==================== seg_scan_ctrl
### Wiring by layer, seg_scan_ctrl

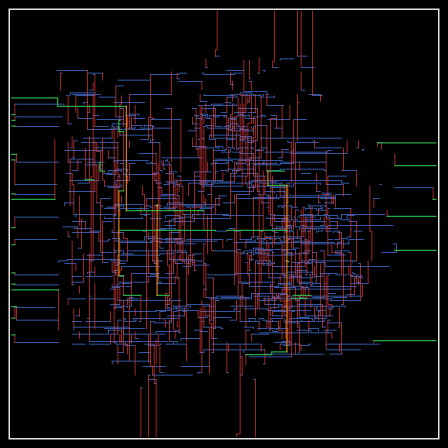

--- src/rtl/seg_pkg.sv ---
// Shared constants for the 4-digit seven-segment scan controller.
// Holds the scan FSM encoding, the digit count and the hex glyph table.
package seg_pkg;

  typedef enum logic {
    DEAD  = 1'b0,
    DRIVE = 1'b1
  } scan_state_t;

  localparam int NUM_DIGITS = 4;

  // Segment patterns, bit6..bit0 = g..a, active-high
  localparam logic [6:0] GLYPHS [16] = '{
    7'h3F, 7'h06, 7'h5B, 7'h4F, 7'h66, 7'h6D, 7'h7D, 7'h07,
    7'h7F, 7'h6F, 7'h77, 7'h7C, 7'h39, 7'h5E, 7'h79, 7'h71
  };

endpackage

--- src/rtl/seg_scan_ctrl_hex_glyph.sv ---
// Combinational hex nibble to seven-segment pattern decoder.
module hex_glyph
  import seg_pkg::*;
(
  input  logic [3:0] nibble,
  output logic [6:0] pattern
);

  assign pattern = GLYPHS[nibble];

endmodule

--- src/rtl/seg_scan_ctrl.sv ---
// Multiplexed 4-digit seven-segment scan controller with a one-deep pending buffer.
// Optional macro LEADING_ZERO_BLANK_EN blanks leading zero digits (digit 0 always shown).
module seg_scan_ctrl
  import seg_pkg::*;
#(
  parameter int SCAN_DIV    = 50000,
  parameter int DEAD_CYCLES = 500
) (
  input  logic        clk,
  input  logic        rst_n,
  input  logic [15:0] data_in,
  input  logic        data_valid,
  output logic        data_ready,
  output logic [6:0]  seg,
  output logic [3:0]  an,
  output logic        frame_done
);

  localparam int CNT_W = (SCAN_DIV > 1) ? $clog2(SCAN_DIV) : 1;

  if (SCAN_DIV < DEAD_CYCLES + 2) begin : g_bad_cfg
    $error("seg_scan_ctrl: SCAN_DIV must be at least DEAD_CYCLES+2");
  end

  logic [CNT_W-1:0] cnt;
  logic [CNT_W-1:0] cnt_next;
  logic [1:0]       idx;
  scan_state_t      state;
  scan_state_t      state_next;
  logic [15:0]      display;
  logic [15:0]      pending;
  logic             pending_full;
  logic             cnt_wrap;
  logic             boundary;
  logic [3:0]       nibble;
  logic [6:0]       glyph;
  logic             blank;
  logic [6:0]       seg_d;
  logic [NUM_DIGITS-1:0] an_d;

  assign cnt_wrap   = (cnt == CNT_W'(SCAN_DIV - 1));
  assign boundary   = cnt_wrap && (idx == 2'd3);
  assign cnt_next   = cnt_wrap ? '0 : cnt + 1'b1;
  assign nibble     = display[{idx, 2'b00} +: 4];
  assign data_ready = !pending_full;

  hex_glyph u_hex_glyph (
    .nibble  (nibble),
    .pattern (glyph)
  );

  always_comb begin
    blank = 1'b0;
`ifdef LEADING_ZERO_BLANK_EN
    case (idx)
      2'd3:    blank = (display[15:12] == 4'h0);
      2'd2:    blank = (display[15:8] == 8'h00);
      2'd1:    blank = (display[15:4] == 12'h000);
      default: blank = 1'b0;
    endcase
`endif
  end

  always_ff @(posedge clk or negedge rst_n) begin
    if (!rst_n) begin
      cnt <= '0;
      idx <= 2'd0;
    end else begin
      cnt <= cnt_next;
      if (cnt_wrap)
        idx <= idx + 2'd1;
    end
  end

  always_ff @(posedge clk or negedge rst_n) begin
    if (!rst_n)
      state <= DEAD;
    else
      state <= state_next;
  end

  always_comb begin
    state_next = state;
    seg_d      = '0;
    an_d       = '1;
    case (state)
      DEAD: begin
        if (cnt_next >= CNT_W'(DEAD_CYCLES))
          state_next = DRIVE;
      end
      DRIVE: begin
        if (cnt_wrap && (DEAD_CYCLES > 0))
          state_next = DEAD;
        an_d  = ~(NUM_DIGITS'(1) << idx);
        seg_d = blank ? 7'h00 : glyph;
      end
      default: state_next = DEAD;
    endcase
  end

  // Registered pins give exactly one cycle of latency from the scan state
  always_ff @(posedge clk or negedge rst_n) begin
    if (!rst_n) begin
      seg        <= '0;
      an         <= '1;
      frame_done <= 1'b0;
    end else begin
      seg        <= seg_d;
      an         <= an_d;
      frame_done <= boundary;
    end
  end

  // Display only changes at the frame boundary; an accept there lands in pending
  always_ff @(posedge clk or negedge rst_n) begin
    if (!rst_n) begin
      display      <= '0;
      pending      <= '0;
      pending_full <= 1'b0;
    end else if (boundary && pending_full) begin
      display      <= pending;
      pending_full <= 1'b0;
    end else if (data_valid && !pending_full) begin
      pending      <= data_in;
      pending_full <= 1'b1;
    end
  end

endmodule

--- config.mk ---
export PLATFORM = sky130hd
export DESIGN_NAME = seg_scan_ctrl
export DESIGN_NICKNAME = d
export VERILOG_FILES = /design/src/rtl/seg_pkg.sv /design/src/rtl/seg_scan_ctrl_hex_glyph.sv /design/src/rtl/seg_scan_ctrl.sv
export SDC_FILE = /design/constraint.sdc
export NUM_CORES = 1
export LEC_CHECK = 0
export ABC_AREA = 1
export CAP_MARGIN = 10
export CORE_MARGIN = 10
export CORE_UTILIZATION = 45
export CTS_CLUSTER_DIAMETER = 60
export DETAILED_ROUTE_END_ITERATION = 8
export GPL_TIMING_DRIVEN = 0
export PLACE_DENSITY = 0.74
export SLEW_MARGIN = 10
export SYNTH_ARGS = -nofsm -noshare
export SYNTH_HDL_FRONTEND = slang
export SYNTH_HIERARCHICAL = 1
export SYNTH_SLANG_ARGS = --single-unit
--- constraint.sdc ---
create_clock -name clk -period 2.7 [get_ports clk]
set_clock_uncertainty 0.05 [all_clocks]
set_input_delay 0.81 -clock clk [delete_from_list [all_inputs] [get_ports clk]]
set_output_delay 0.81 -clock clk [all_outputs]
set_load 0.05 [all_outputs]
==================== disp_arbiter
`config.mk`:
```
export PLATFORM = sky130hd
export DESIGN_NAME = disp_arbiter
export DESIGN_NICKNAME = d
export VERILOG_FILES = /design/src/rtl/disp_pkg.sv /design/src/rtl/disp_arbiter_rr_pick.sv /design/src/rtl/disp_arbiter.sv
export SDC_FILE = /design/constraint.sdc
export NUM_CORES = 1
export LEC_CHECK = 0
export ABC_AREA = 1
export CAP_MARGIN = 20
export CORE_ASPECT_RATIO = 0.5
export CORE_MARGIN = 3
export CORE_UTILIZATION = 49
export DETAILED_ROUTE_END_ITERATION = 12
export PLACE_DENSITY = 0.78
export SYNTH_ARGS = -nofsm -noshare
export SYNTH_HDL_FRONTEND = slang
export SYNTH_HIERARCHICAL = 1
export SYNTH_SLANG_ARGS = --single-unit
```
`constraint.sdc`:
```
create_clock -name CLK -period 2.17 [get_ports CLK]
set_clock_uncertainty 0.05 [all_clocks]
set_input_delay 0.434 -clock CLK [delete_from_list [all_inputs] [get_ports CLK]]
set_output_delay 0.434 -clock CLK [all_outputs]
set_load 0.01 [all_outputs]
```
`src/rtl/disp_pkg.sv`:
```
// Shared types and constants for the display arbiter.
// Optional feature macro: DISP_ARBITER_PRIO_EN (requester 0 has absolute
// priority and keeps the display while it requests).
package disp_pkg;

  typedef enum logic {
    IDLE  = 1'b0,
    GRANT = 1'b1
  } state_e;

  localparam int unsigned N_REQ   = 4;
  localparam int unsigned DIGIT_W = 4;
  localparam int unsigned DISP_W  = 16;

`ifdef DISP_ARBITER_PRIO_EN
  localparam bit PRIO_EN = 1'b1;
`else
  localparam bit PRIO_EN = 1'b0;
`endif

  // One-hot encode a requester index.
  function automatic logic [N_REQ-1:0] onehot(input logic [1:0] idx);
    logic [N_REQ-1:0] v;
    v = 4'b0001 << idx;
    return v;
  endfunction

endpackage

```
`src/rtl/disp_arbiter_rr_pick.sv`:
```
// Combinational round-robin selector: first requester after 'last'
// (modulo 4). With DISP_ARBITER_PRIO_EN, requester 0 always wins.
module rr_pick
  import disp_pkg::*;
(
  input  logic [3:0] req,
  input  logic [1:0] last,
  output logic [1:0] pick,
  output logic       any
);

  logic       found_s;
  logic [1:0] idx_s;

  // Scan last+1 .. last+4; the first set request is the pick.
  always_comb begin
    pick    = 2'd0;
    any     = |req;
    found_s = 1'b0;
    idx_s   = 2'd0;
    for (int k = 1; k <= 4; k++) begin
      idx_s = last + 2'(k);
      if (!found_s && req[idx_s]) begin
        pick    = idx_s;
        found_s = 1'b1;
      end else begin
        found_s = found_s;
      end
    end
    if (PRIO_EN && req[0]) begin
      pick = 2'd0;
    end else begin
      pick = pick;
    end
  end

endmodule

```
`src/rtl/disp_arbiter.sv`:
```
// Display arbiter: four requesters share one 4-digit hex display.
// A grant lasts at least DWELL cycles; after that it passes round-robin
// to another pending requester, is held if nobody else wants the display,
// or is released to IDLE when the owner has gone away.
// Optional feature macro: DISP_ARBITER_PRIO_EN (requester 0 preempts after
// the minimum dwell and keeps the grant while req[0] is high).
module disp_arbiter
  import disp_pkg::*;
#(
  parameter int unsigned DWELL = 100000000
) (
  input  logic        CLK,
  input  logic        RST_N,
  input  logic [3:0]  req,
  input  logic [63:0] x_in,
  input  logic [15:0] neg_in,
  output logic [3:0]  gnt,
  output logic [1:0]  owner,
  output logic        valid,
  output logic [15:0] x,
  output logic [3:0]  neg
);

  localparam logic [31:0] CNT_MAX = 32'(DWELL - 32'd1);

  state_e      state_q, state_d;
  logic [31:0] cnt_q,   cnt_d;
  logic [1:0]  last_q,  last_d;
  logic [1:0]  owner_q, owner_d;
  logic [3:0]  gnt_q,   gnt_d;
  logic        valid_q, valid_d;
  logic [15:0] x_q,     x_d;
  logic [3:0]  neg_q,   neg_d;

  logic [1:0]  pick_s;
  logic        any_s;
  logic [3:0]  others_s;
  logic        hold_prio_s;
  logic [15:0] x_sel_s;
  logic [3:0]  neg_sel_s;

  rr_pick u_rr_pick (
    .req  (req),
    .last (last_q),
    .pick (pick_s),
    .any  (any_s)
  );

  // Current owner's display data; x follows the owner registered at this edge.
  always_comb begin
    x_sel_s     = x_in[{owner_q, 4'b0000} +: 16];
    neg_sel_s   = neg_in[{owner_q, 2'b00} +: 4];
    others_s    = req & ~gnt_q;
    hold_prio_s = PRIO_EN && (owner_q == 2'd0) && req[0];
  end

  // Next-state and output decode for the IDLE/GRANT machine.
  always_comb begin
    state_d = state_q;
    cnt_d   = cnt_q;
    last_d  = last_q;
    owner_d = owner_q;
    gnt_d   = gnt_q;
    valid_d = valid_q;
    x_d     = x_q;
    neg_d   = neg_q;
    case (state_q)
      IDLE: begin
        x_d     = 16'h0000;
        neg_d   = 4'h0;
        gnt_d   = 4'h0;
        valid_d = 1'b0;
        cnt_d   = 32'd0;
        if (any_s) begin
          state_d = GRANT;
          gnt_d   = onehot(pick_s);
          owner_d = pick_s;
          last_d  = pick_s;
          valid_d = 1'b1;
        end else begin
          state_d = IDLE;
        end
      end
      GRANT: begin
        x_d   = x_sel_s;
        neg_d = neg_sel_s;
        if (cnt_q != CNT_MAX) begin
          // Minimum dwell: hold regardless of req[owner].
          cnt_d = cnt_q + 32'd1;
        end else if (hold_prio_s) begin
          cnt_d = cnt_q;
        end else if (|others_s) begin
          // Direct hand-over; last==owner so the pick is never the owner.
          gnt_d   = onehot(pick_s);
          owner_d = pick_s;
          last_d  = pick_s;
          cnt_d   = 32'd0;
        end else if (req[owner_q]) begin
          cnt_d = cnt_q;
        end else begin
          state_d = IDLE;
          gnt_d   = 4'h0;
          valid_d = 1'b0;
          x_d     = 16'h0000;
          neg_d   = 4'h0;
          cnt_d   = 32'd0;
        end
      end
      default: begin
        state_d = IDLE;
        gnt_d   = 4'h0;
        valid_d = 1'b0;
        x_d     = 16'h0000;
        neg_d   = 4'h0;
        cnt_d   = 32'd0;
      end
    endcase
  end

  // State and output registers; reset aborts any grant immediately.
  always_ff @(posedge CLK or negedge RST_N) begin
    if (!RST_N) begin
      state_q <= IDLE;
      cnt_q   <= 32'd0;
      last_q  <= 2'd3;
      owner_q <= 2'd0;
      gnt_q   <= 4'h0;
      valid_q <= 1'b0;
      x_q     <= 16'h0000;
      neg_q   <= 4'h0;
    end else begin
      state_q <= state_d;
      cnt_q   <= cnt_d;
      last_q  <= last_d;
      owner_q <= owner_d;
      gnt_q   <= gnt_d;
      valid_q <= valid_d;
      x_q     <= x_d;
      neg_q   <= neg_d;
    end
  end

  assign gnt   = gnt_q;
  assign owner = owner_q;
  assign valid = valid_q;
  assign x     = x_q;
  assign neg   = neg_q;

endmodule
```
### Congestion heat map, seg_scan_ctrl

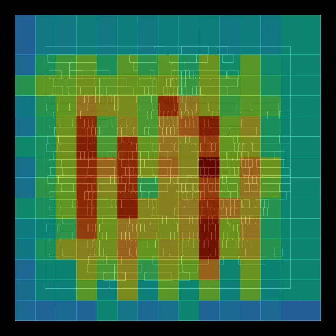
GRT Max-Usage Layer: met2
Final Util: 0.548
WL/cell: 12.1 um
met3 Usage GRT: 0.0328
Total Routing Usage GR: 0.124

## Picture notes: 'Wiring by layer' of seg_scan_ctrl
| colour | layer | wire length |
|---|---|---|
| blue | met1 | 2760 um |
| green | met3 | 225 um |
| red | met2 | 2830 um |
| orange | met4 | 111 um |

==> results.txt, seg_scan_ctrl <==
run metrics: status finished, final reports clean, dpl cells 474, critical path class reg -> out, Commonest flop dfrtp_1, top cells, area dfrtp_1 48%, nand2_1 15%, mux2_2 5.8%, inv_1 5.2%, ha_1 4.8%, Top cells excl fill/tap 123 x nand2_1, 60 x dfrtp_1, 43 x inv_1, dominant logic cell type in the layout nand2_1, routed vias 2361, Nets 436, Logic cell area 1270 um2, Arr. time, crit path 1.66 ns, Regs by FF count cnt (16), display (16), pending (16), # DRC 0, vias in the first global route 2355, Via density 4.83, Clk network pwr share 0.428, hold depth 2, post-synthesis xor/xnor area fraction 0.0113, post-place instance area 3510 um2, # Taps 80, # IOs 32, Top Consumer sequential cells, met1 wire length 2760 um, H-tree levels 3, DP HPWL roughly 4500 um, R2R Setup Slk roughly 0.26 ns, Post-Route WL around 5900 um, Hold Path Sink display[10]$_DFFE_PN0P_, met1 usage 0.143, RePlAce Congestion 0.881, period utilization 0.934, Die H 103 um, Clk pin slew, worst setup/hold paths 0.07 ns, setup TNS 0 ns, Seq/Total Area, Yosys 0.517, Critical Path RT 1.84 ns, slew margin rel. 0.485, Compound-Gate Fraction of Synth Area 0.0371, Post-synth top cells 123 x nand2_1, 60 x dfrtp_1, 43 x inv_1, 34 x nor2_1, 17 x nand3_1, CTS Buf Count 9, Flop pwr share 0.538, setup ws final 0.177 ns, Clock Power 0.788 mW, row count 30, adder-cell share of the synthesized area 0.0483, sequential power 0.990 mW, total grt overflow 0, final slew viol count 0, largest area contributor in the netlist dfrtp_1, Seq area share 0.434, Hold Crit Class reg -> reg, syn_nets just under 400, register area 1610 um2, Setup Viol. Count Final 0, P_sw 0.381 mW, largest net degree at the start of global routing approximately 65, first-pass GRT wire length 10400 um, internal power 1.46 mW
### Clock distribution, disp_arbiter

Bar = 50 um.
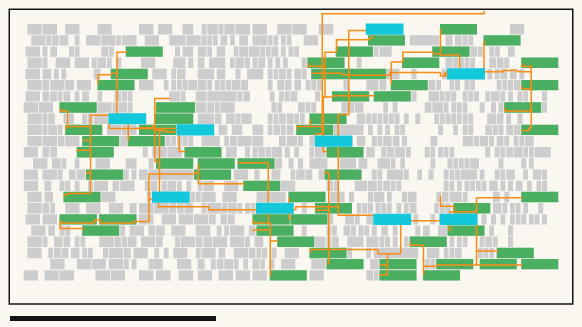
[cyan] cells driving clock nets | count: 9
[orange] clock wires | length: 867 um
[green] flip-flops | count: 62
routed clock nets: 10

### Power grid, disp_arbiter

Bar = 50 um. Pins as bars on the die edge.
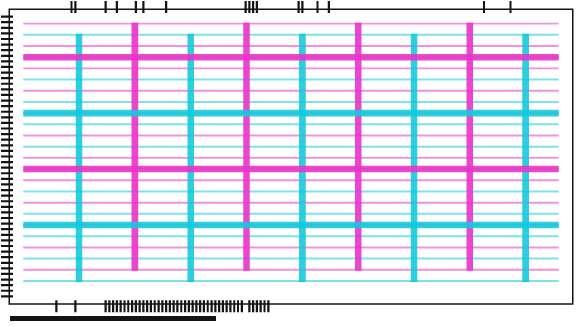
| colour | net |
|---|---|
| cyan | VSS |
| magenta | VDD |
signal pins: 113
rows: 23

==> results.txt, disp_arbiter <==
run metrics: status finished, final reports clean, Hold Path Origin valid$_DFFE_PN0P_, Hold Crit Class reg -> reg, Arr. time, crit path 1.56 ns, Logic pwr share 0.490, critical path endpoint owner[1], cts hold-fix bufs 1, critical path depth 1, post-route ant nets 0, Max FO, Critical Path 13, Least-Margin Pin Slew between 0.4 and 0.5 ns, hold_ws ~0.46 ns, EDFF count, synth 0, Mux area share 0.00239, met1 usage 0.300, Logic inverters 72, # resized after CTS 0, post-synthesis xor/xnor area fraction 0.0168, hold depth 2, IO buf count 112, clock root buffer clkbuf_16, row count 23, Non-clock buffer share 0.228, Post-Route WL 11800 um, Design Power 6.27 mW, #MultiIn Comb between 400 and 500, Flop pwr share 0.272, Leakage 2.73 nW, H-tree levels 3, first-pass GRT wire length 19500 um, yosys synthesis chip area approximately 4200 um2, cell family with most CP delay buffers and inverters, Top-area cell share 0.359, Final Hold Fails 0, critical path class reg -> out, Synth Area in Simple Gates 0.416, adder-cell share of the synthesized area 0.00299, highest routing layer actually used met4, DRT iter0 DRCs around 220, antenna cells 0, CTS Buf Count 9

==================== exu_muldiv
### Power grid, exu_muldiv

Bar = 50 um. Pins as bars on the die edge.
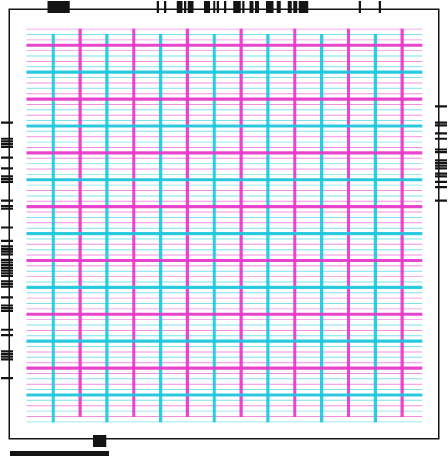

### config.mk
export PLATFORM = sky130hd
export DESIGN_NAME = exu_muldiv
export DESIGN_NICKNAME = d
export VERILOG_FILES = /design/src/rtl/exu_muldiv_pkg.sv /design/src/rtl/exu_muldiv.sv
export SDC_FILE = /design/constraint.sdc
export NUM_CORES = 1
export LEC_CHECK = 0
export CAP_MARGIN = 10
export CORE_MARGIN = 8
export CORE_UTILIZATION = 40
export CTS_BUF_LIST = sky130_fd_sc_hd__clkbuf_4 sky130_fd_sc_hd__clkbuf_8
export CTS_CLUSTER_DIAMETER = 100
export CTS_CLUSTER_SIZE = 30
export DETAILED_ROUTE_END_ITERATION = 10
export GPL_TIMING_DRIVEN = 0
export PLACE_DENSITY_LB_ADDON = 0.25
export SLEW_MARGIN = 20
export SYNTH_ARGS = -nofsm -noshare
export SYNTH_HDL_FRONTEND = slang
export SYNTH_SLANG_ARGS = --single-unit
### constraint.sdc
create_clock -name clk -period 6.18 [get_ports clk]
set_input_delay 1.545 -clock clk [delete_from_list [all_inputs] [get_ports clk]]
set_output_delay 1.545 -clock clk [all_outputs]
set_load 0.02 [all_outputs]
### src/rtl/exu_muldiv_pkg.sv
// Shared RV32M encodings for the execute-stage multiply/divide unit:
// M-extension funct3 codes, the OP opcode/funct7 pair and operand-sign helpers.
package exu_muldiv_pkg;

  localparam logic [6:0] OPCODE_OP     = 7'b0110011;
  localparam logic [6:0] FUNCT7_MULDIV = 7'b0000001;

  localparam logic [2:0] F3_MUL    = 3'b000;
  localparam logic [2:0] F3_MULH   = 3'b001;
  localparam logic [2:0] F3_MULHSU = 3'b010;
  localparam logic [2:0] F3_MULHU  = 3'b011;
  localparam logic [2:0] F3_DIV    = 3'b100;
  localparam logic [2:0] F3_DIVU   = 3'b101;
  localparam logic [2:0] F3_REM    = 3'b110;
  localparam logic [2:0] F3_REMU   = 3'b111;

  function automatic logic rs1_signed(input logic [2:0] f3);
    case (f3)
      F3_MUL, F3_MULH, F3_MULHSU, F3_DIV, F3_REM: return 1'b1;
      default:                                    return 1'b0;
    endcase
  endfunction

  function automatic logic rs2_signed(input logic [2:0] f3);
    case (f3)
      F3_MUL, F3_MULH, F3_DIV, F3_REM: return 1'b1;
      default:                         return 1'b0;
    endcase
  endfunction

endpackage

### src/rtl/exu_muldiv.sv
// Iterative RV32M multiply/divide unit: one bit per cycle on operand magnitudes,
// shared accumulator/shift registers, sign fix-up folded into the FIN entry edge.
module exu_muldiv
  import exu_muldiv_pkg::*;
#(
  parameter int XLEN = 32,
  parameter int REGW = 5
) (
  input  logic            clk,
  input  logic            rst,
  input  logic            start_i,
  input  logic            flush_i,
  input  logic [2:0]      funct3_i,
  input  logic [XLEN-1:0] source1_i,
  input  logic [XLEN-1:0] source2_i,
  input  logic [REGW-1:0] rd_addr_i,
  output logic            busy_o,
  output logic            done_o,
  output logic [XLEN-1:0] result_o,
  output logic [REGW-1:0] rd_addr_o,
  output logic            wb_en_o
);

  localparam int CW = $clog2(XLEN + 1);
  localparam logic [XLEN-1:0] ZERO     = {XLEN{1'b0}};
  localparam logic [XLEN-1:0] ONES     = {XLEN{1'b1}};
  localparam logic [XLEN-1:0] MOST_NEG = {1'b1, {(XLEN-1){1'b0}}};
  localparam logic [REGW-1:0] RD_ZERO  = {REGW{1'b0}};

  typedef enum logic [1:0] {
    IDLE = 2'd0,
    CALC = 2'd1,
    FIN  = 2'd2
  } state_e;

  state_e            state_r;
  logic [CW-1:0]     cnt_r;
  logic [2:0]        funct3_r;
  logic [REGW-1:0]   rd_r;
  logic              neg_q_r;
  logic              neg_r_r;
  logic [XLEN-1:0]   acc_r;
  logic [XLEN-1:0]   shr_r;
  logic [XLEN-1:0]   opb_r;

  logic              sa_s, sb_s, div0_s, ovf_s;
  logic [XLEN-1:0]   mag_a_s, mag_b_s, spec_res_s;
  logic [XLEN:0]     sum_s, rem_sh_s;
  logic [XLEN-1:0]   diff_s, acc_n_s, shr_n_s, res_s;
  logic [2*XLEN-1:0] prod_s;

  // Operand capture: sign flags, magnitudes and the divide-by-zero/overflow bypass results.
  always_comb begin
    sa_s       = rs1_signed(funct3_i) & source1_i[XLEN-1];
    sb_s       = rs2_signed(funct3_i) & source2_i[XLEN-1];
    mag_a_s    = sa_s ? (ZERO - source1_i) : source1_i;
    mag_b_s    = sb_s ? (ZERO - source2_i) : source2_i;
    div0_s     = funct3_i[2] && (source2_i == ZERO);
    ovf_s      = ((funct3_i == F3_DIV) || (funct3_i == F3_REM)) &&
                 (source1_i == MOST_NEG) && (source2_i == ONES);
    spec_res_s = ZERO;
    if (div0_s) begin
      spec_res_s = funct3_i[1] ? source1_i : ONES;
    end else if (ovf_s) begin
      spec_res_s = funct3_i[1] ? ZERO : source1_i;
    end else begin
      spec_res_s = ZERO;
    end
  end

  // One iteration: shift-add for multiply, restoring subtract for divide; plus final fix-up.
  always_comb begin
    sum_s    = {1'b0, acc_r} + (shr_r[0] ? {1'b0, opb_r} : {(XLEN+1){1'b0}});
    rem_sh_s = {acc_r, shr_r[XLEN-1]};
    diff_s   = rem_sh_s[XLEN-1:0] - opb_r;
    if (funct3_r[2]) begin
      if (rem_sh_s >= {1'b0, opb_r}) begin
        acc_n_s = diff_s;
        shr_n_s = {shr_r[XLEN-2:0], 1'b1};
      end else begin
        acc_n_s = rem_sh_s[XLEN-1:0];
        shr_n_s = {shr_r[XLEN-2:0], 1'b0};
      end
    end else begin
      acc_n_s = sum_s[XLEN:1];
      shr_n_s = {sum_s[0], shr_r[XLEN-1:1]};
    end
    prod_s = neg_q_r ? ({(2*XLEN){1'b0}} - {acc_n_s, shr_n_s}) : {acc_n_s, shr_n_s};
    case (funct3_r)
      F3_MUL:                       res_s = prod_s[XLEN-1:0];
      F3_MULH, F3_MULHSU, F3_MULHU: res_s = prod_s[2*XLEN-1:XLEN];
      F3_DIV, F3_DIVU:              res_s = neg_q_r ? (ZERO - shr_n_s) : shr_n_s;
      F3_REM, F3_REMU:              res_s = neg_r_r ? (ZERO - acc_n_s) : acc_n_s;
      default:                      res_s = ZERO;
    endcase
  end

  // Control FSM with datapath registers and registered outputs.
  always_ff @(posedge clk or posedge rst) begin
    if (rst) begin
      state_r   <= IDLE;
      cnt_r     <= {CW{1'b0}};
      funct3_r  <= 3'b000;
      rd_r      <= RD_ZERO;
      neg_q_r   <= 1'b0;
      neg_r_r   <= 1'b0;
      acc_r     <= ZERO;
      shr_r     <= ZERO;
      opb_r     <= ZERO;
      busy_o    <= 1'b0;
      done_o    <= 1'b0;
      wb_en_o   <= 1'b0;
      result_o  <= ZERO;
      rd_addr_o <= RD_ZERO;
    end else begin
      done_o  <= 1'b0;
      wb_en_o <= 1'b0;
      case (state_r)
        IDLE: begin
          busy_o <= 1'b0;
          if (!flush_i && start_i) begin
            funct3_r <= funct3_i;
            rd_r     <= rd_addr_i;
            neg_q_r  <= sa_s ^ sb_s;
            neg_r_r  <= sa_s;
            acc_r    <= ZERO;
            shr_r    <= mag_a_s;
            opb_r    <= mag_b_s;
            cnt_r    <= {CW{1'b0}};
            busy_o   <= 1'b1;
            if (div0_s || ovf_s) begin
              state_r   <= FIN;
              done_o    <= 1'b1;
              wb_en_o   <= (rd_addr_i != RD_ZERO);
              result_o  <= spec_res_s;
              rd_addr_o <= rd_addr_i;
            end else begin
              state_r <= CALC;
            end
          end
        end
        CALC: begin
          if (flush_i) begin
            state_r <= IDLE;
            busy_o  <= 1'b0;
            cnt_r   <= {CW{1'b0}};
          end else begin
            acc_r <= acc_n_s;
            shr_r <= shr_n_s;
            cnt_r <= cnt_r + CW'(1);
            if (cnt_r == CW'(XLEN - 1)) begin
              state_r   <= FIN;
              done_o    <= 1'b1;
              wb_en_o   <= (rd_r != RD_ZERO);
              result_o  <= res_s;
              rd_addr_o <= rd_r;
            end
          end
        end
        FIN: begin
          state_r <= IDLE;
          busy_o  <= 1'b0;
          cnt_r   <= {CW{1'b0}};
        end
        default: begin
          state_r <= IDLE;
          busy_o  <= 1'b0;
        end
      endcase
    end
  end

endmodule

==================== bsa_sum_collector
`src/rtl/bsa_pkg.sv`:
```
// Shared definitions for the bit-serial adder family: word sizes, the
// collector state encoding and a constant log2 helper.
package bsa_pkg;

  typedef enum logic {
    IDLE  = 1'b0,
    SHIFT = 1'b1
  } state_e;

  localparam int BSA_WL    = 4;
  localparam int BSA_NBITS = BSA_WL + 1;

  // Serial result width: WL sum bits plus the carry-out.
  function automatic int nbits(input int wl);
    return wl + 1;
  endfunction

  // Ceiling log2, usable in constant expressions.
  function automatic int clog2(input int n);
    int r;
    r = 0;
    for (int v = n - 1; v > 0; v = v >> 1) begin
      r = r + 1;
    end
    return r;
  endfunction

endpackage

```
`src/rtl/sipo_shreg.sv`:
```
// Serial-in/parallel-out shift register, LSB first: new bits enter at the MSB
// and move right, so after WIDTH shifts the first bit sits at bit 0.
module sipo_shreg #(
  parameter int WIDTH = 5
) (
  input  logic             clk,
  input  logic             clr_n_i,
  input  logic             en_i,
  input  logic             sin_i,
  output logic [WIDTH-1:0] par_o
);

  logic [WIDTH-1:0] shreg_q;
  logic [WIDTH-1:0] shreg_d;

  // par_o is the word as it will be after this cycle's shift, so the
  // consumer can capture the completed word on the same edge as the last bit.
  assign shreg_d = {sin_i, shreg_q[WIDTH-1:1]};
  assign par_o   = shreg_d;

  // NOTE: sequential state uses non-blocking assignments so every flop samples
  // pre-edge values regardless of process ordering.
  always_ff @(posedge clk) begin
    if (!clr_n_i) begin
      shreg_q <= '0;
    end else if (en_i) begin
      shreg_q <= shreg_d;
    end
  end

endmodule

```
`src/rtl/bsa_sum_collector.sv`:
```
// Collects the LSB-first serial sum of the bit-serial adder into a parallel
// (WL+1)-bit word and flags each completed word with a one-cycle Valid pulse.
module bsa_sum_collector
  import bsa_pkg::*;
#(
  parameter int WL = BSA_WL
) (
  input  logic        CLK,
  input  logic        RST,
  input  logic        Start,
  input  logic        sbit,
  output logic [WL:0] Sum,
  output logic        Valid,
  output logic        Busy,
  output logic        Cout
);

  localparam int NBITS = nbits(WL);
  localparam int CNT_W = clog2(NBITS);
  localparam logic [CNT_W-1:0] LAST_CNT = CNT_W'(NBITS - 1);

  state_e             state_q, state_d;
  logic [CNT_W-1:0]   cnt_q, cnt_d;
  logic [NBITS-1:0]   sum_q, sum_d;
  logic               cout_q, cout_d;
  logic               valid_q, valid_d;

  logic               shift_en;
  logic               frame_clr_n;
  logic               shreg_clr_n;
  logic [NBITS-1:0]   shreg_next;

  // The shift register is cleared both by reset and when a new frame is
  // accepted, so a stale partial word can never leak into the next result.
  assign shreg_clr_n = RST & frame_clr_n;

  sipo_shreg #(
    .WIDTH (NBITS)
  ) u_sipo (
    .clk     (CLK),
    .clr_n_i (shreg_clr_n),
    .en_i    (shift_en),
    .sin_i   (sbit),
    .par_o   (shreg_next)
  );

  // NOTE: every signal written here gets a default first, so no path through
  // the case statement can leave one unassigned and infer a latch.
  always_comb begin
    state_d     = state_q;
    cnt_d       = cnt_q;
    sum_d       = sum_q;
    cout_d      = cout_q;
    valid_d     = 1'b0;
    shift_en    = 1'b0;
    frame_clr_n = 1'b1;

    case (state_q)
      IDLE: begin
        if (Start) begin
          state_d     = SHIFT;
          cnt_d       = '0;
          frame_clr_n = 1'b0;
        end
      end

      SHIFT: begin
        shift_en = 1'b1;
        cnt_d    = cnt_q + CNT_W'(1);
        if (cnt_q == LAST_CNT) begin
          state_d = IDLE;
          sum_d   = shreg_next;
          cout_d  = sbit;
          valid_d = 1'b1;
        end
      end

      default: begin
        state_d = IDLE;
      end
    endcase
  end

  always_ff @(posedge CLK) begin
    if (!RST) begin
      state_q <= IDLE;
      cnt_q   <= '0;
      sum_q   <= '0;
      cout_q  <= 1'b0;
      valid_q <= 1'b0;
    end else begin
      state_q <= state_d;
      cnt_q   <= cnt_d;
      sum_q   <= sum_d;
      cout_q  <= cout_d;
      valid_q <= valid_d;
    end
  end

  assign Sum   = sum_q;
  assign Cout  = cout_q;
  assign Valid = valid_q;
  assign Busy  = (state_q == SHIFT);

endmodule

```
`config.mk`:
```
export PLATFORM = sky130hd
export DESIGN_NAME = bsa_sum_collector
export DESIGN_NICKNAME = d
export VERILOG_FILES = /design/src/rtl/bsa_pkg.sv /design/src/rtl/sipo_shreg.sv /design/src/rtl/bsa_sum_collector.sv
export SDC_FILE = /design/constraint.sdc
export NUM_CORES = 1
export LEC_CHECK = 0
export CAP_MARGIN = 20
export CORE_MARGIN = 2
export CORE_UTILIZATION = 46
export CTS_BUF_LIST = sky130_fd_sc_hd__clkbuf_4
export DETAILED_ROUTE_END_ITERATION = 10
export PLACE_DENSITY = 0.75
export SLEW_MARGIN = 10
export SYNTH_ARGS = -nofsm -noshare
export SYNTH_HDL_FRONTEND = slang
export SYNTH_SLANG_ARGS = --single-unit
```
`constraint.sdc`:
```
create_clock -name CLK -period 1 [get_ports CLK]
set_input_delay 0.2 -clock CLK [delete_from_list [all_inputs] [get_ports CLK]]
set_output_delay 0.2 -clock CLK [all_outputs]
set_load 0.02 [all_outputs]
```
==================== alu_result_buffer
==> config.mk <==
export PLATFORM = sky130hd
export DESIGN_NAME = alu_result_buffer
export DESIGN_NICKNAME = d
export VERILOG_FILES = /design/src/rtl/alu_pkg.sv /design/src/rtl/alu_flag_gen.sv /design/src/rtl/alu_result_buffer.sv
export SDC_FILE = /design/constraint.sdc
export NUM_CORES = 1
export LEC_CHECK = 0
export ABC_AREA = 1
export CORE_MARGIN = 2
export CORE_UTILIZATION = 56
export CTS_BUF_LIST = sky130_fd_sc_hd__clkbuf_8
export DETAILED_ROUTE_END_ITERATION = 8
export PLACE_DENSITY = 0.88
export SLEW_MARGIN = 10
export SYNTH_ARGS = -nofsm -noshare
export SYNTH_HDL_FRONTEND = slang
export SYNTH_SLANG_ARGS = --single-unit
==> constraint.sdc <==
create_clock -name clk -period 6.58 [get_ports clk]
set_clock_uncertainty 0.1 [all_clocks]
set_input_delay 0.658 -clock clk [delete_from_list [all_inputs] [get_ports clk]]
set_output_delay 0.658 -clock clk [all_outputs]
set_load 0.005 [all_outputs]
==> src/rtl/alu_pkg.sv <==
// Shared types for the ALU result buffer: flag bundle and buffered entry layout.
// The signed-overflow flag is only populated when ALU_RESULT_OVF_EN is defined.
package alu_pkg;

    localparam int DATA_W_DEF = 32;

    typedef struct packed {
        logic c;
        logic z;
        logic n;
        logic v;
    } alu_flags_t;

    // Result field is sized to the default ALU width; narrower builds use the low bits.
    typedef struct packed {
        logic [DATA_W_DEF-1:0] x;
        alu_flags_t            flags;
    } alu_entry_t;

endpackage

==> src/rtl/alu_flag_gen.sv <==
// Combinational condition-flag derivation for one ALU result (Z, N, C and, with
// ALU_RESULT_OVF_EN defined, signed overflow V from the adder operand sign bits).
module alu_flag_gen
    import alu_pkg::*;
#(
    parameter int DATA_W = DATA_W_DEF
) (
    input  logic [DATA_W-1:0] i_x,
    input  logic              i_cout,
    input  logic              i_aMsb,
    input  logic              i_bMsb,
    output alu_flags_t        o_flags
);

    always_comb begin
        o_flags   = '0;
        o_flags.c = i_cout;
        o_flags.z = (i_x == '0);
        o_flags.n = i_x[DATA_W-1];
`ifdef ALU_RESULT_OVF_EN
        // Overflow: operands agree in sign but the result sign differs from them.
        o_flags.v = (i_aMsb == i_bMsb) && (i_x[DATA_W-1] != i_aMsb);
`endif
    end

`ifndef ALU_RESULT_OVF_EN
    logic w_unusedMsbs;
    assign w_unusedMsbs = i_aMsb ^ i_bMsb;
`endif

endmodule

==> src/rtl/alu_result_buffer.sv <==
// Small valid/ready FIFO between the ALU and writeback, storing result plus flags.
// Optional feature macro: ALU_RESULT_OVF_EN adds the stored V flag and the out_v port.
module alu_result_buffer
    import alu_pkg::*;
#(
    parameter int DATA_W = DATA_W_DEF,
    parameter int DEPTH  = 2
) (
    input  logic                       clk,
    input  logic                       rst,
    input  logic                       in_valid,
    output logic                       in_ready,
    input  logic [DATA_W-1:0]          in_x,
    input  logic                       in_cout,
    input  logic                       in_a_msb,
    input  logic                       in_b_msb,
    output logic                       out_valid,
    input  logic                       out_ready,
    output logic [DATA_W-1:0]          out_x,
    output logic                       out_c,
    output logic                       out_z,
    output logic                       out_n,
`ifdef ALU_RESULT_OVF_EN
    output logic                       out_v,
`endif
    output logic [$clog2(DEPTH+1)-1:0] occupancy
);

    localparam int PTR_W = $clog2(DEPTH);
    localparam int CNT_W = $clog2(DEPTH+1);

    alu_entry_t             r_mem [DEPTH];
    logic       [PTR_W-1:0] r_wrPtr;
    logic       [PTR_W-1:0] r_rdPtr;
    logic       [CNT_W-1:0] r_count;

    alu_flags_t w_pushFlags;
    alu_entry_t w_pushEntry;
    alu_entry_t w_head;
    logic       w_push;
    logic       w_pop;

    alu_flag_gen #(
        .DATA_W (DATA_W)
    ) u_flagGen (
        .i_x     (in_x),
        .i_cout  (in_cout),
        .i_aMsb  (in_a_msb),
        .i_bMsb  (in_b_msb),
        .o_flags (w_pushFlags)
    );

    assign w_pushEntry.x     = DATA_W_DEF'(in_x);
    assign w_pushEntry.flags = w_pushFlags;

    // Ready comes from the registered count only; reset forces it low while asserted.
    assign in_ready  = !rst && (r_count != CNT_W'(DEPTH));
    assign out_valid = (r_count != '0);
    assign w_push    = in_valid && in_ready;
    assign w_pop     = out_valid && out_ready;

    always_ff @(posedge clk or posedge rst) begin
        if (rst) begin
            r_wrPtr <= '0;
            r_rdPtr <= '0;
            r_count <= '0;
            for (int i = 0; i < DEPTH; i++) begin
                r_mem[i] <= '0;
            end
        end else begin
            if (w_push) begin
                r_mem[r_wrPtr] <= w_pushEntry;
                r_wrPtr        <= r_wrPtr + PTR_W'(1);
            end
            if (w_pop) begin
                r_rdPtr <= r_rdPtr + PTR_W'(1);
            end
            if (w_push && !w_pop) begin
                r_count <= r_count + CNT_W'(1);
            end else if (w_pop && !w_push) begin
                r_count <= r_count - CNT_W'(1);
            end
        end
    end

    // Outputs come straight from storage, so a push is visible one cycle later.
    assign w_head    = r_mem[r_rdPtr];
    assign out_x     = w_head.x[DATA_W-1:0];
    assign out_c     = w_head.flags.c;
    assign out_z     = w_head.flags.z;
    assign out_n     = w_head.flags.n;
    assign occupancy = r_count;

`ifdef ALU_RESULT_OVF_EN
    assign out_v = w_head.flags.v;
`else
    logic w_unusedV;
    assign w_unusedV = w_head.flags.v;
`endif

endmodule
==================== keynsham_bus_decoder
`config.mk`:
```
export PLATFORM = sky130hd
export DESIGN_NAME = keynsham_bus_decoder
export DESIGN_NICKNAME = d
export VERILOG_FILES = /design/src/rtl/keynsham_bus_pkg.sv /design/src/rtl/keynsham_bus_timeout.sv /design/src/rtl/keynsham_bus_decoder.sv
export SDC_FILE = /design/constraint.sdc
export NUM_CORES = 1
export LEC_CHECK = 0
export ABC_AREA = 1
export CAP_MARGIN = 15
export CORE_AREA = 8 8 156 158
export CTS_CLUSTER_SIZE = 16
export DETAILED_ROUTE_END_ITERATION = 12
export DIE_AREA = 0 0 164 166
export SETUP_SLACK_MARGIN = 0.5
export SYNTH_ARGS = -nofsm -noshare
export SYNTH_HDL_FRONTEND = slang
export SYNTH_SLANG_ARGS = --single-unit
```
`constraint.sdc`:
```
create_clock -name clk -period 2.7 [get_ports clk]
set_input_delay 0.405 -clock clk [delete_from_list [all_inputs] [get_ports clk]]
set_output_delay 0.405 -clock clk [all_outputs]
set_load 0.02 [all_outputs]
```
`src/rtl/keynsham_bus_pkg.sv`:
```
// Shared definitions for the Keynsham bus decoder: FSM encoding, bus widths
// and the address-window match used by the decode logic.
package keynsham_bus_pkg;

    localparam int ADDR_W = 30;
    localparam int DATA_W = 32;

    typedef enum logic [1:0] {
        ST_IDLE,
        ST_BUSY,
        ST_DEFAULT
    } state_e;

    // Window sizes are powers of two with size-aligned bases, so a mask compare suffices.
    function automatic logic window_hit(input logic [ADDR_W-1:0] addr,
                                        input logic [31:0]       base,
                                        input logic [31:0]       size);
        return (({addr, 2'b00} & ~(size - 32'd1)) == base);
    endfunction

endpackage

```
`src/rtl/keynsham_bus_timeout.sv`:
```
// Per-transaction watchdog: saturating cycle counter with clear, enable and
// an expired flag raised while the count sits at TIMEOUT_CYCLES-1.
module keynsham_bus_timeout #(
    parameter int TIMEOUT_CYCLES = 256
) (
    input  logic clk,
    input  logic rst,
    input  logic clr,
    input  logic en,
    output logic expired
);

    localparam int CNT_W = $clog2(TIMEOUT_CYCLES);
    localparam logic [CNT_W-1:0] LAST = CNT_W'(TIMEOUT_CYCLES - 1);

    logic [CNT_W-1:0] count;

    // NOTE: sequential state is updated with non-blocking assignments only, so every
    // flop samples the pre-edge values regardless of process evaluation order.
    always_ff @(posedge clk) begin
        if (rst || clr) begin
            count <= '0;
        end else if (en && (count != LAST)) begin
            count <= count + CNT_W'(1);
        end
    end

    assign expired = (count == LAST);

endmodule

```
`src/rtl/keynsham_bus_decoder.sv`:
```
// Single-master to N-slave decoder with registered response mux, per-access
// timeout watchdog and sticky first-fault capture.
module keynsham_bus_decoder
    import keynsham_bus_pkg::*;
#(
    parameter int           NR_SLAVES      = 8,
    parameter logic [511:0] SLAVE_BASES    = 512'h0,
    parameter logic [511:0] SLAVE_SIZES    = 512'h0,
    parameter int           TIMEOUT_CYCLES = 256
) (
    input  logic                        clk,
    input  logic                        rst,
    input  logic                        m_access,
    input  logic [ADDR_W-1:0]           m_addr,
    input  logic                        m_wr_en,
    input  logic [3:0]                  m_bytesel,
    input  logic [DATA_W-1:0]           m_wr_val,
    output logic [DATA_W-1:0]           m_data,
    output logic                        m_ack,
    output logic                        m_error,
    output logic [NR_SLAVES-1:0]        s_cs,
    output logic [NR_SLAVES-1:0]        s_access,
    input  logic [NR_SLAVES-1:0]        s_ack,
    input  logic [NR_SLAVES-1:0]        s_error,
    input  logic [DATA_W*NR_SLAVES-1:0] s_data,
    output logic                        fault_valid,
    output logic [ADDR_W-1:0]           fault_addr,
    input  logic                        fault_clr
);

    state_e              state_q, state_d;
    logic [NR_SLAVES-1:0] hit, cs, sel_q;
    logic [ADDR_W-1:0]   req_addr_q;
    logic                accept, any_hit, expired;
    logic                sel_ack, sel_err;
    logic [DATA_W-1:0]   sel_data;
    logic                rsp_ack_d, rsp_err_d;
    logic [DATA_W-1:0]   rsp_data_d;
    logic                fault_evt;
    logic [ADDR_W-1:0]   fault_evt_addr;

    // Write qualifiers reach the slaves by direct wiring outside this block.
    logic unused_fwd;
    assign unused_fwd = ^{m_wr_en, m_bytesel, m_wr_val};

    // Lowest-index window wins on overlap, keeping the chip select one-hot.
    always_comb begin
        logic found;
        hit   = '0;
        cs    = '0;
        found = 1'b0;
        for (int i = 0; i < NR_SLAVES; i++) begin
            hit[i] = window_hit(m_addr, SLAVE_BASES[32*i +: 32], SLAVE_SIZES[32*i +: 32]);
            if (hit[i] && !found) begin
                cs[i] = 1'b1;
                found = 1'b1;
            end
        end
    end

    assign s_cs     = cs;
    assign any_hit  = |cs;
    assign accept   = m_access && (state_q == ST_IDLE);
    assign s_access = accept ? cs : '0;

    assign sel_ack = |(s_ack & sel_q);
    assign sel_err = |(s_error & sel_q);

    always_comb begin
        sel_data = '0;
        for (int i = 0; i < NR_SLAVES; i++) begin
            if (sel_q[i]) sel_data = sel_data | s_data[32*i +: 32];
        end
    end

    keynsham_bus_timeout #(
        .TIMEOUT_CYCLES (TIMEOUT_CYCLES)
    ) u_timeout (
        .clk     (clk),
        .rst     (rst),
        .clr     (accept),
        .en      (state_q == ST_BUSY),
        .expired (expired)
    );

    // NOTE: every signal driven here gets a default first; a path that skips an
    // assignment would otherwise infer a latch.
    always_comb begin
        state_d        = state_q;
        rsp_ack_d      = 1'b0;
        rsp_err_d      = 1'b0;
        rsp_data_d     = '0;
        fault_evt      = 1'b0;
        fault_evt_addr = m_addr;
        case (state_q)
            ST_IDLE: begin
                if (m_access) begin
                    if (any_hit) begin
                        state_d = ST_BUSY;
                    end else begin
                        // Unmapped: the error response is registered on the way into DEFAULT.
                        state_d   = ST_DEFAULT;
                        rsp_ack_d = 1'b1;
                        rsp_err_d = 1'b1;
                        fault_evt = 1'b1;
                    end
                end
            end
            ST_BUSY: begin
                if (sel_ack) begin
                    state_d    = ST_IDLE;
                    rsp_ack_d  = 1'b1;
                    rsp_err_d  = sel_err;
                    rsp_data_d = sel_data;
                end else if (expired) begin
                    state_d        = ST_IDLE;
                    rsp_ack_d      = 1'b1;
                    rsp_err_d      = 1'b1;
                    fault_evt      = 1'b1;
                    fault_evt_addr = req_addr_q;
                end
            end
            ST_DEFAULT: state_d = ST_IDLE;
            default:    state_d = ST_IDLE;
        endcase
    end

    always_ff @(posedge clk) begin
        if (rst) begin
            state_q     <= ST_IDLE;
            sel_q       <= '0;
            req_addr_q  <= '0;
            m_ack       <= 1'b0;
            m_error     <= 1'b0;
            m_data      <= '0;
            fault_valid <= 1'b0;
            fault_addr  <= '0;
        end else begin
            state_q <= state_d;
            m_ack   <= rsp_ack_d;
            m_error <= rsp_err_d;
            m_data  <= rsp_data_d;
            if (accept && any_hit) begin
                sel_q      <= cs;
                req_addr_q <= m_addr;
            end
            // A fault arriving together with fault_clr is kept, not cleared.
            if (fault_evt && (!fault_valid || fault_clr)) begin
                fault_valid <= 1'b1;
                fault_addr  <= fault_evt_addr;
            end else if (fault_clr) begin
                fault_valid <= 1'b0;
                fault_addr  <= '0;
            end
        end
    end

endmodule

```
### Power grid, bsa_sum_collector

Bar = 10 um. Pins as bars on the die edge.
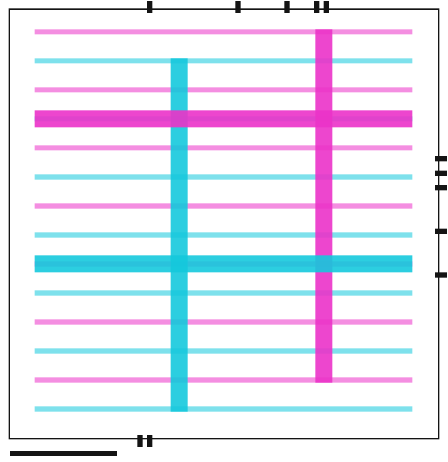
| colour | net |
|---|---|
| magenta | VDD |
| cyan | VSS |
met5 straps: 2
met1 rails: 14
met4 straps: 2
rows: 13

==> results.txt, bsa_sum_collector <==
run metrics: status complete, but fails checks, failing checks setup timing, Hold Path Sink Sum[0]$_SDFFE_PN0P_, CP bufs+invs 2, CTS tree done, # DRC 0, Mapped Area 601 um2, adder-cell share of the synthesized area 0.0417, Die H 40.1 um, Logic pwr share 0.135, first-pass GRT wire length approximately 2100 um, Synth Area in Simple Gates 0.256, clk ins delay skew pair 0.29 ns, Signal buffers 23, clk tree area frac 0.0280, critical path depth 6, critical path endpoint Sum[4]$_SDFFE_PN0P_, cts hold-fix bufs 0, Power Combinational 0.144 mW, logic share of the area 0.378, Setup Viol. Count Final 10, Flop pwr share 0.540, setup ws final -0.0274 ns, Clk network pwr share 0.325, clock sinks 14, antenna cells 0, sequential power 0.576 mW, fmax 0.973 GHz, EDFF count, synth 0, chip area roughly 1600 um2, total grt overflow 0, Top Consumer sequential cells, number of fill cells 83, Mux area share 0, RePlAce Congestion between 0.7 and 0.8, synthesized instance count 64, RSZ-0062 raised after global routing true, met3 routed wirelength roughly 54 um, flop and latch count out of synthesis 14, met1 wire length 647 um, R2R Setup Slk -0.03 ns, Avg Inst Size Synth 9.38 um2, top-count cell post-synth dfxtp_1, Compound-Gate Fraction of Synth Area 0.146, Clock Power 0.347 mW, Clk pin slew, worst setup/hold paths 0.09 ns, FF+latch count 14, CTS Buf Count 3, Init Core Util 0.480
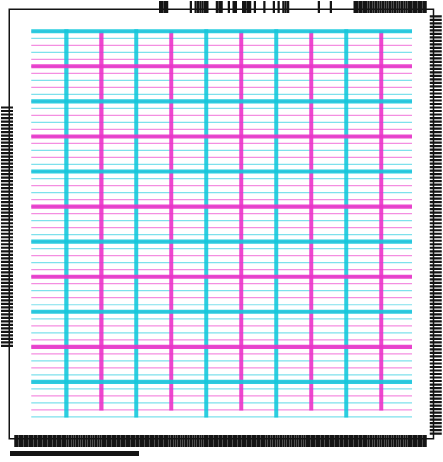
*Power grid, keynsham_bus_decoder*
Bar = 50 um. Pins as bars on the die edge.
| colour | net |
|---|---|
| magenta | VDD |
| cyan | VSS |
rows: 55
signal pins: 424
met1 rails: 56

==> results.txt, keynsham_bus_decoder <==
run metrics: synthesized instance count 469, status finished, final reports clean, post-place instance area 5350 um2, Flop pwr share 0.507, Hold Crit Class reg -> reg, Final Hold Fails 0, GRT Max-Usage Layer met2, Arr. time, crit path about 2.1 ns, met1 usage 0.0971, Final Util 0.255, Least-Margin Pin Slew 0.863 ns, Main logic family simple AND/OR/NAND/NOR gates, non-filler instance count after layout 881, Top Consumer sequential cells, Largest Register m_data, Top cells excl fill/tap 131 x clkdlybuf4s50_1, 105 x dfxtp_1, 103 x nor2_1, layout cells sized above 1 0.0570, internal power 2.37 mW, Design Area, Final 5640 um2, RePlAce Congestion 0.720, register area 2100 um2, post-route ant nets 0, P&R area growth vs syn 48.3%, met1 wire length 4900 um, Design Power 3.19 mW, # DRC 0, sw frac 0.255, Mapped Area 3800 um2, max reg flops 32, row count 55, Power Combinational 0.279 mW, sequential power 1.62 mW, # resized after CTS 0
### Congestion heat map, exu_muldiv

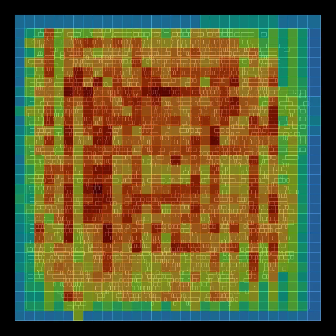
met2 Usage GRT: 0.452
met1 usage: 0.427

Notes on 'Power grid' of exu_muldiv above:
| colour | net |
|---|---|
| magenta | VDD |
| cyan | VSS |
met5 straps: 14
signal pins: 116
met4 straps: 14
rows: 73
met1 rails: 74

==> results.txt, exu_muldiv <==
run metrics: status finished, final reports clean, startpoint types input pin, async set or reset register ratio after synthesis 1.00, internal power 2.94 mW, sequential power 1.49 mW, Clock Power 0.824 mW, post-place instance area about 18000 um2, clock root buffer clkbuf_8, GRT Max-Usage Layer met2, Signal buffers 255, period utilization 0.986, Top-area cell share 0.240, synthesized instance count 2196, Clk pin slew, worst setup/hold paths about 0.090 ns, # DRC 0, met1 wire length 32000 um, clk ins delay skew pair between 0.5 and 0.6 ns, highest routing layer actually used met4, Leakage 7.34 nW, Max FO, Critical Path 10, CP bufs+invs 3, largest area contributor in the netlist dfrtp_1, Longest Clk Path Bufs 2, row count 73, adder-cell share of the synthesized area 0.0562, WL/cell 25.9 um, RePlAce Congestion 1.01, top-count cell post-synth nand2_1, Final Hold Fails 0, Via density 6.37, first-pass GRT wire length ~110000 um, Logic pwr share 0.635, hold depth 2, sw frac 0.537, Worst Reg-to-Reg Cells 10, Design Area, Final 18400 um2, r2r endpoint result_o[0]$_DFFE_PP0P_, flop and latch count out of synthesis between 150 and 200, syn_nets 2343, Synth Area in Simple Gates 0.236, P_sw 3.40 mW, hold_ws 0.487 ns, R2R Setup Slk 0.11 ns, RSZ-0062 raised after global routing false, yosys synthesis chip area 16100 um2
### Placed cells, one colour a class, alu_result_buffer

Bar = 20 um.
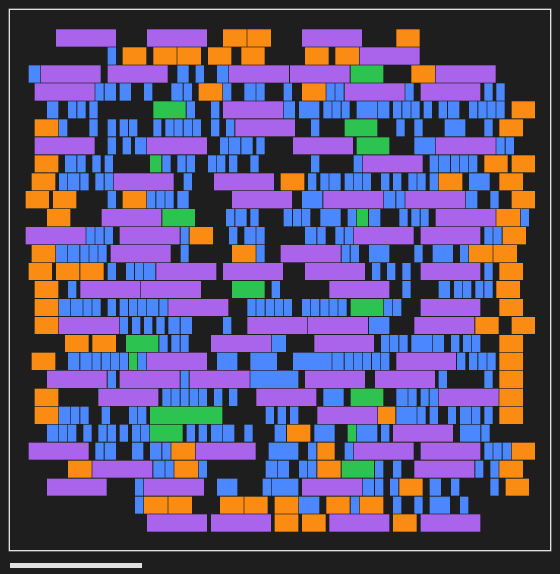
| colour | class | cells |
|---|---|---|
| green | clock drivers and dummy loads | 16 |
| purple | flip-flops | 72 |
| blue | all other logic | 325 |
| orange | other buffers and delay cells | 77 |

==> results.txt, alu_result_buffer <==
run metrics: Main logic family simple AND/OR/NAND/NOR gates, post-synthesis xor/xnor area fraction 0.00776, dominant logic cell type in the layout nand2_1, syn_nets 457, dpl cells 549, Clock Power 0.349 mW, Logic inverters 40, Power Combinational approximately 0.86 mW, Top-area cell share 0.532, register area 1800 um2, pwr dens between 400 and 500 nW/um2, Worst R2R Start r_rdPtr$_DFFE_PP0P_, Seq/Total Area, Yosys 0.532, status finished, final reports clean, DP HPWL 4680 um, #MultiIn Comb 285, critical path depth 5, Avg Inst Size Synth 8.12 um2, largest area contributor in the netlist dfrtp_1, clk tree area frac 0.0462, Seq area share 0.419, adder-cell share of the synthesized area 0.00369, # Taps about 75, Post-synth top cells 188 x nand2_1, 72 x dfrtp_1, 35 x inv_1, 35 x o21ai_0, 21 x nor2_1, # resized after CTS 0, Max-area cell class registers

## Gallery

Wiring by layer.
(a)
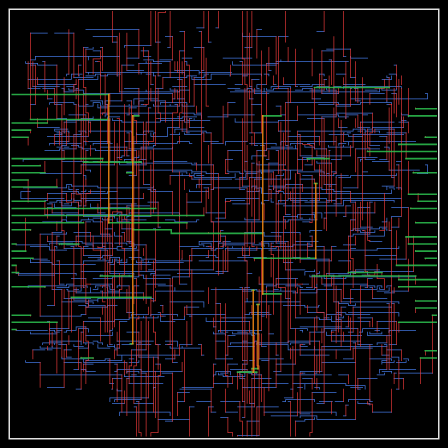
(b)
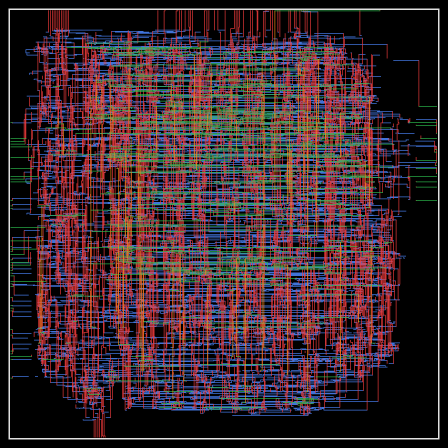
(c)
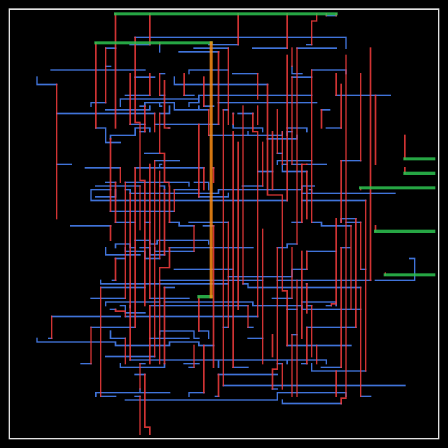
(d)
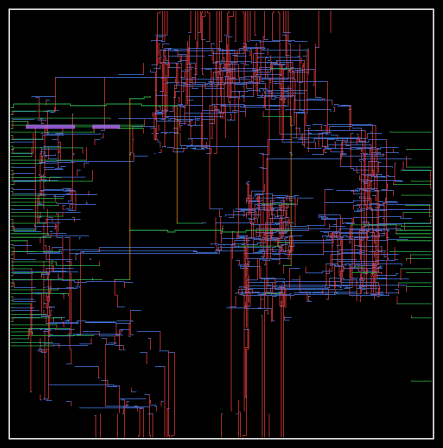
bsa_sum_collector: (c)
exu_muldiv: (b)
keynsham_bus_decoder: (d)
alu_result_buffer: (a)

Key to (c):
| colour | layer | wire length |
|---|---|---|
| red | met2 | 785 um |
| blue | met1 | 648 um |
| green | met3 | 54.9 um |
| orange | met4 | 23.8 um |



==> layout pictures side by side <==
Placed cells, one colour a class.
Plate I
Bar = 10 um.
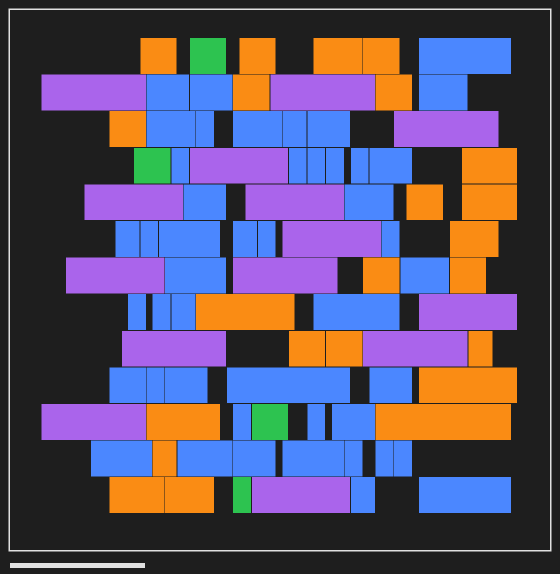
Plate II
Bar = 50 um.
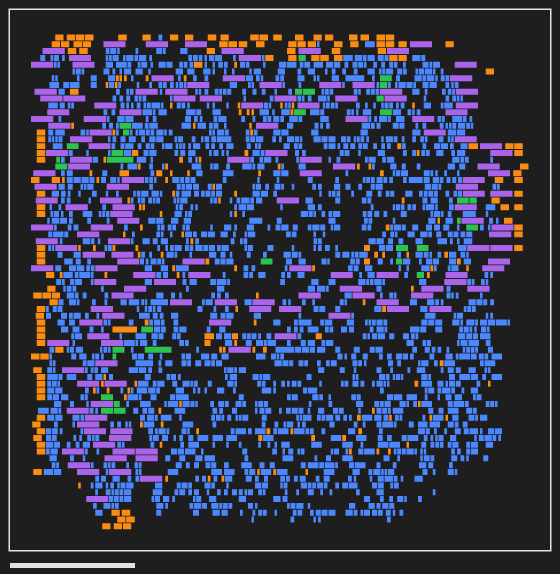
Plate III
Bar = 50 um.
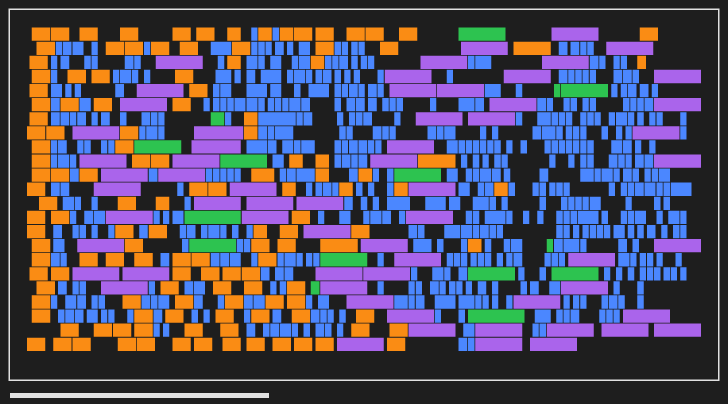
Plate IV
Bar = 20 um.
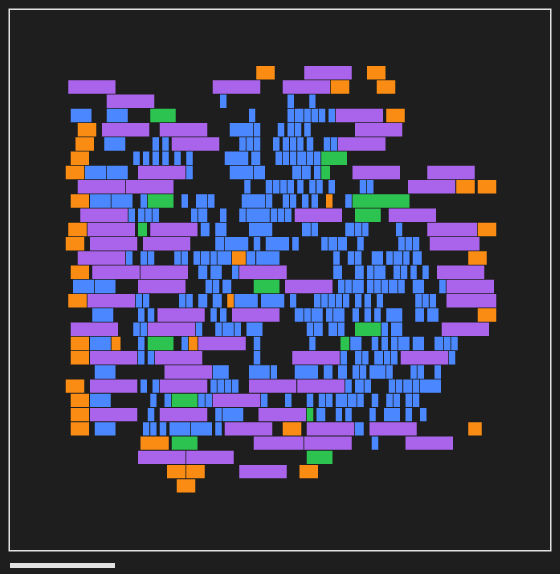
Plate V
Bar = 50 um.
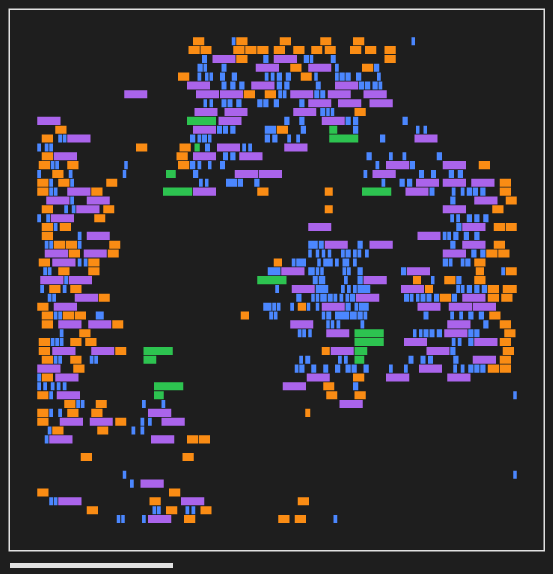
Of these, most cells: Plate II
Of these, largest die: Plate II
Plate I: bsa_sum_collector
Plate IV: seg_scan_ctrl
Plate II: exu_muldiv
Plate III: disp_arbiter
Plate V: keynsham_bus_decoder

Key to Plate II:
| colour | class | cells |
|---|---|---|
| green | clock drivers and dummy loads | 32 |
| orange | other buffers and delay cells | 255 |
| purple | flip-flops | 154 |
| blue | all other logic | 1905 |


==> layout pictures side by side <==
Clock distribution.
panel A
Bar = 50 um.
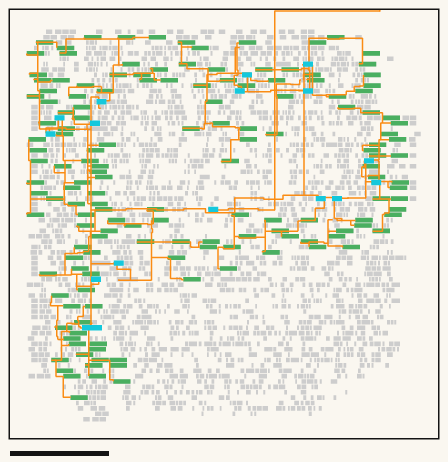
panel B
Bar = 20 um.
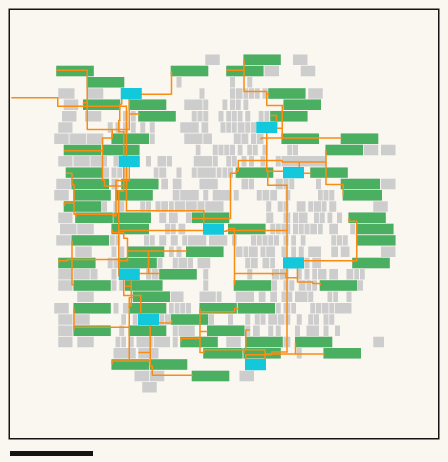
panel C
Bar = 20 um.
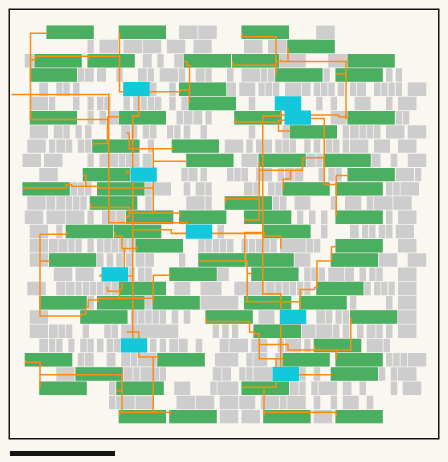
panel D
Bar = 50 um.
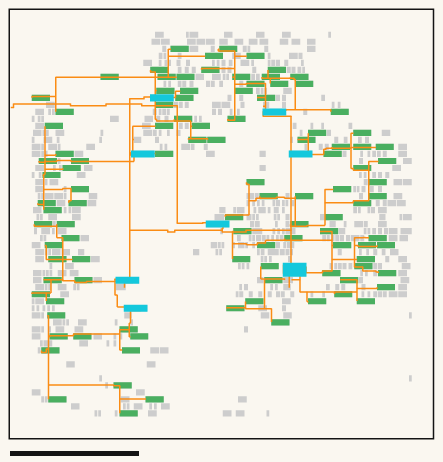
panel E
Bar = 10 um.
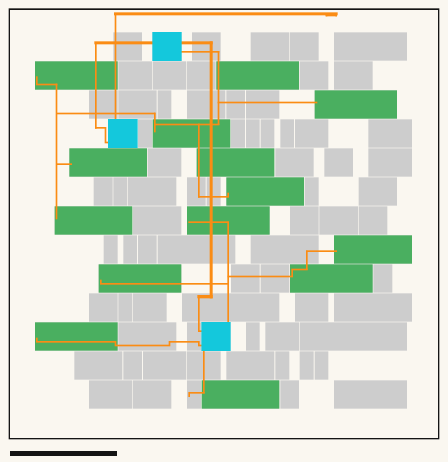
seg_scan_ctrl: panel B
keynsham_bus_decoder: panel D
alu_result_buffer: panel C
exu_muldiv: panel A
bsa_sum_collector: panel E

Key to panel D:
[green] flip-flops | count: 105
[cyan] cells driving clock nets | count: 9
[orange] clock wires | length: 1490 um
routed clock nets: 10

Power and IR drop assume default switching activity.
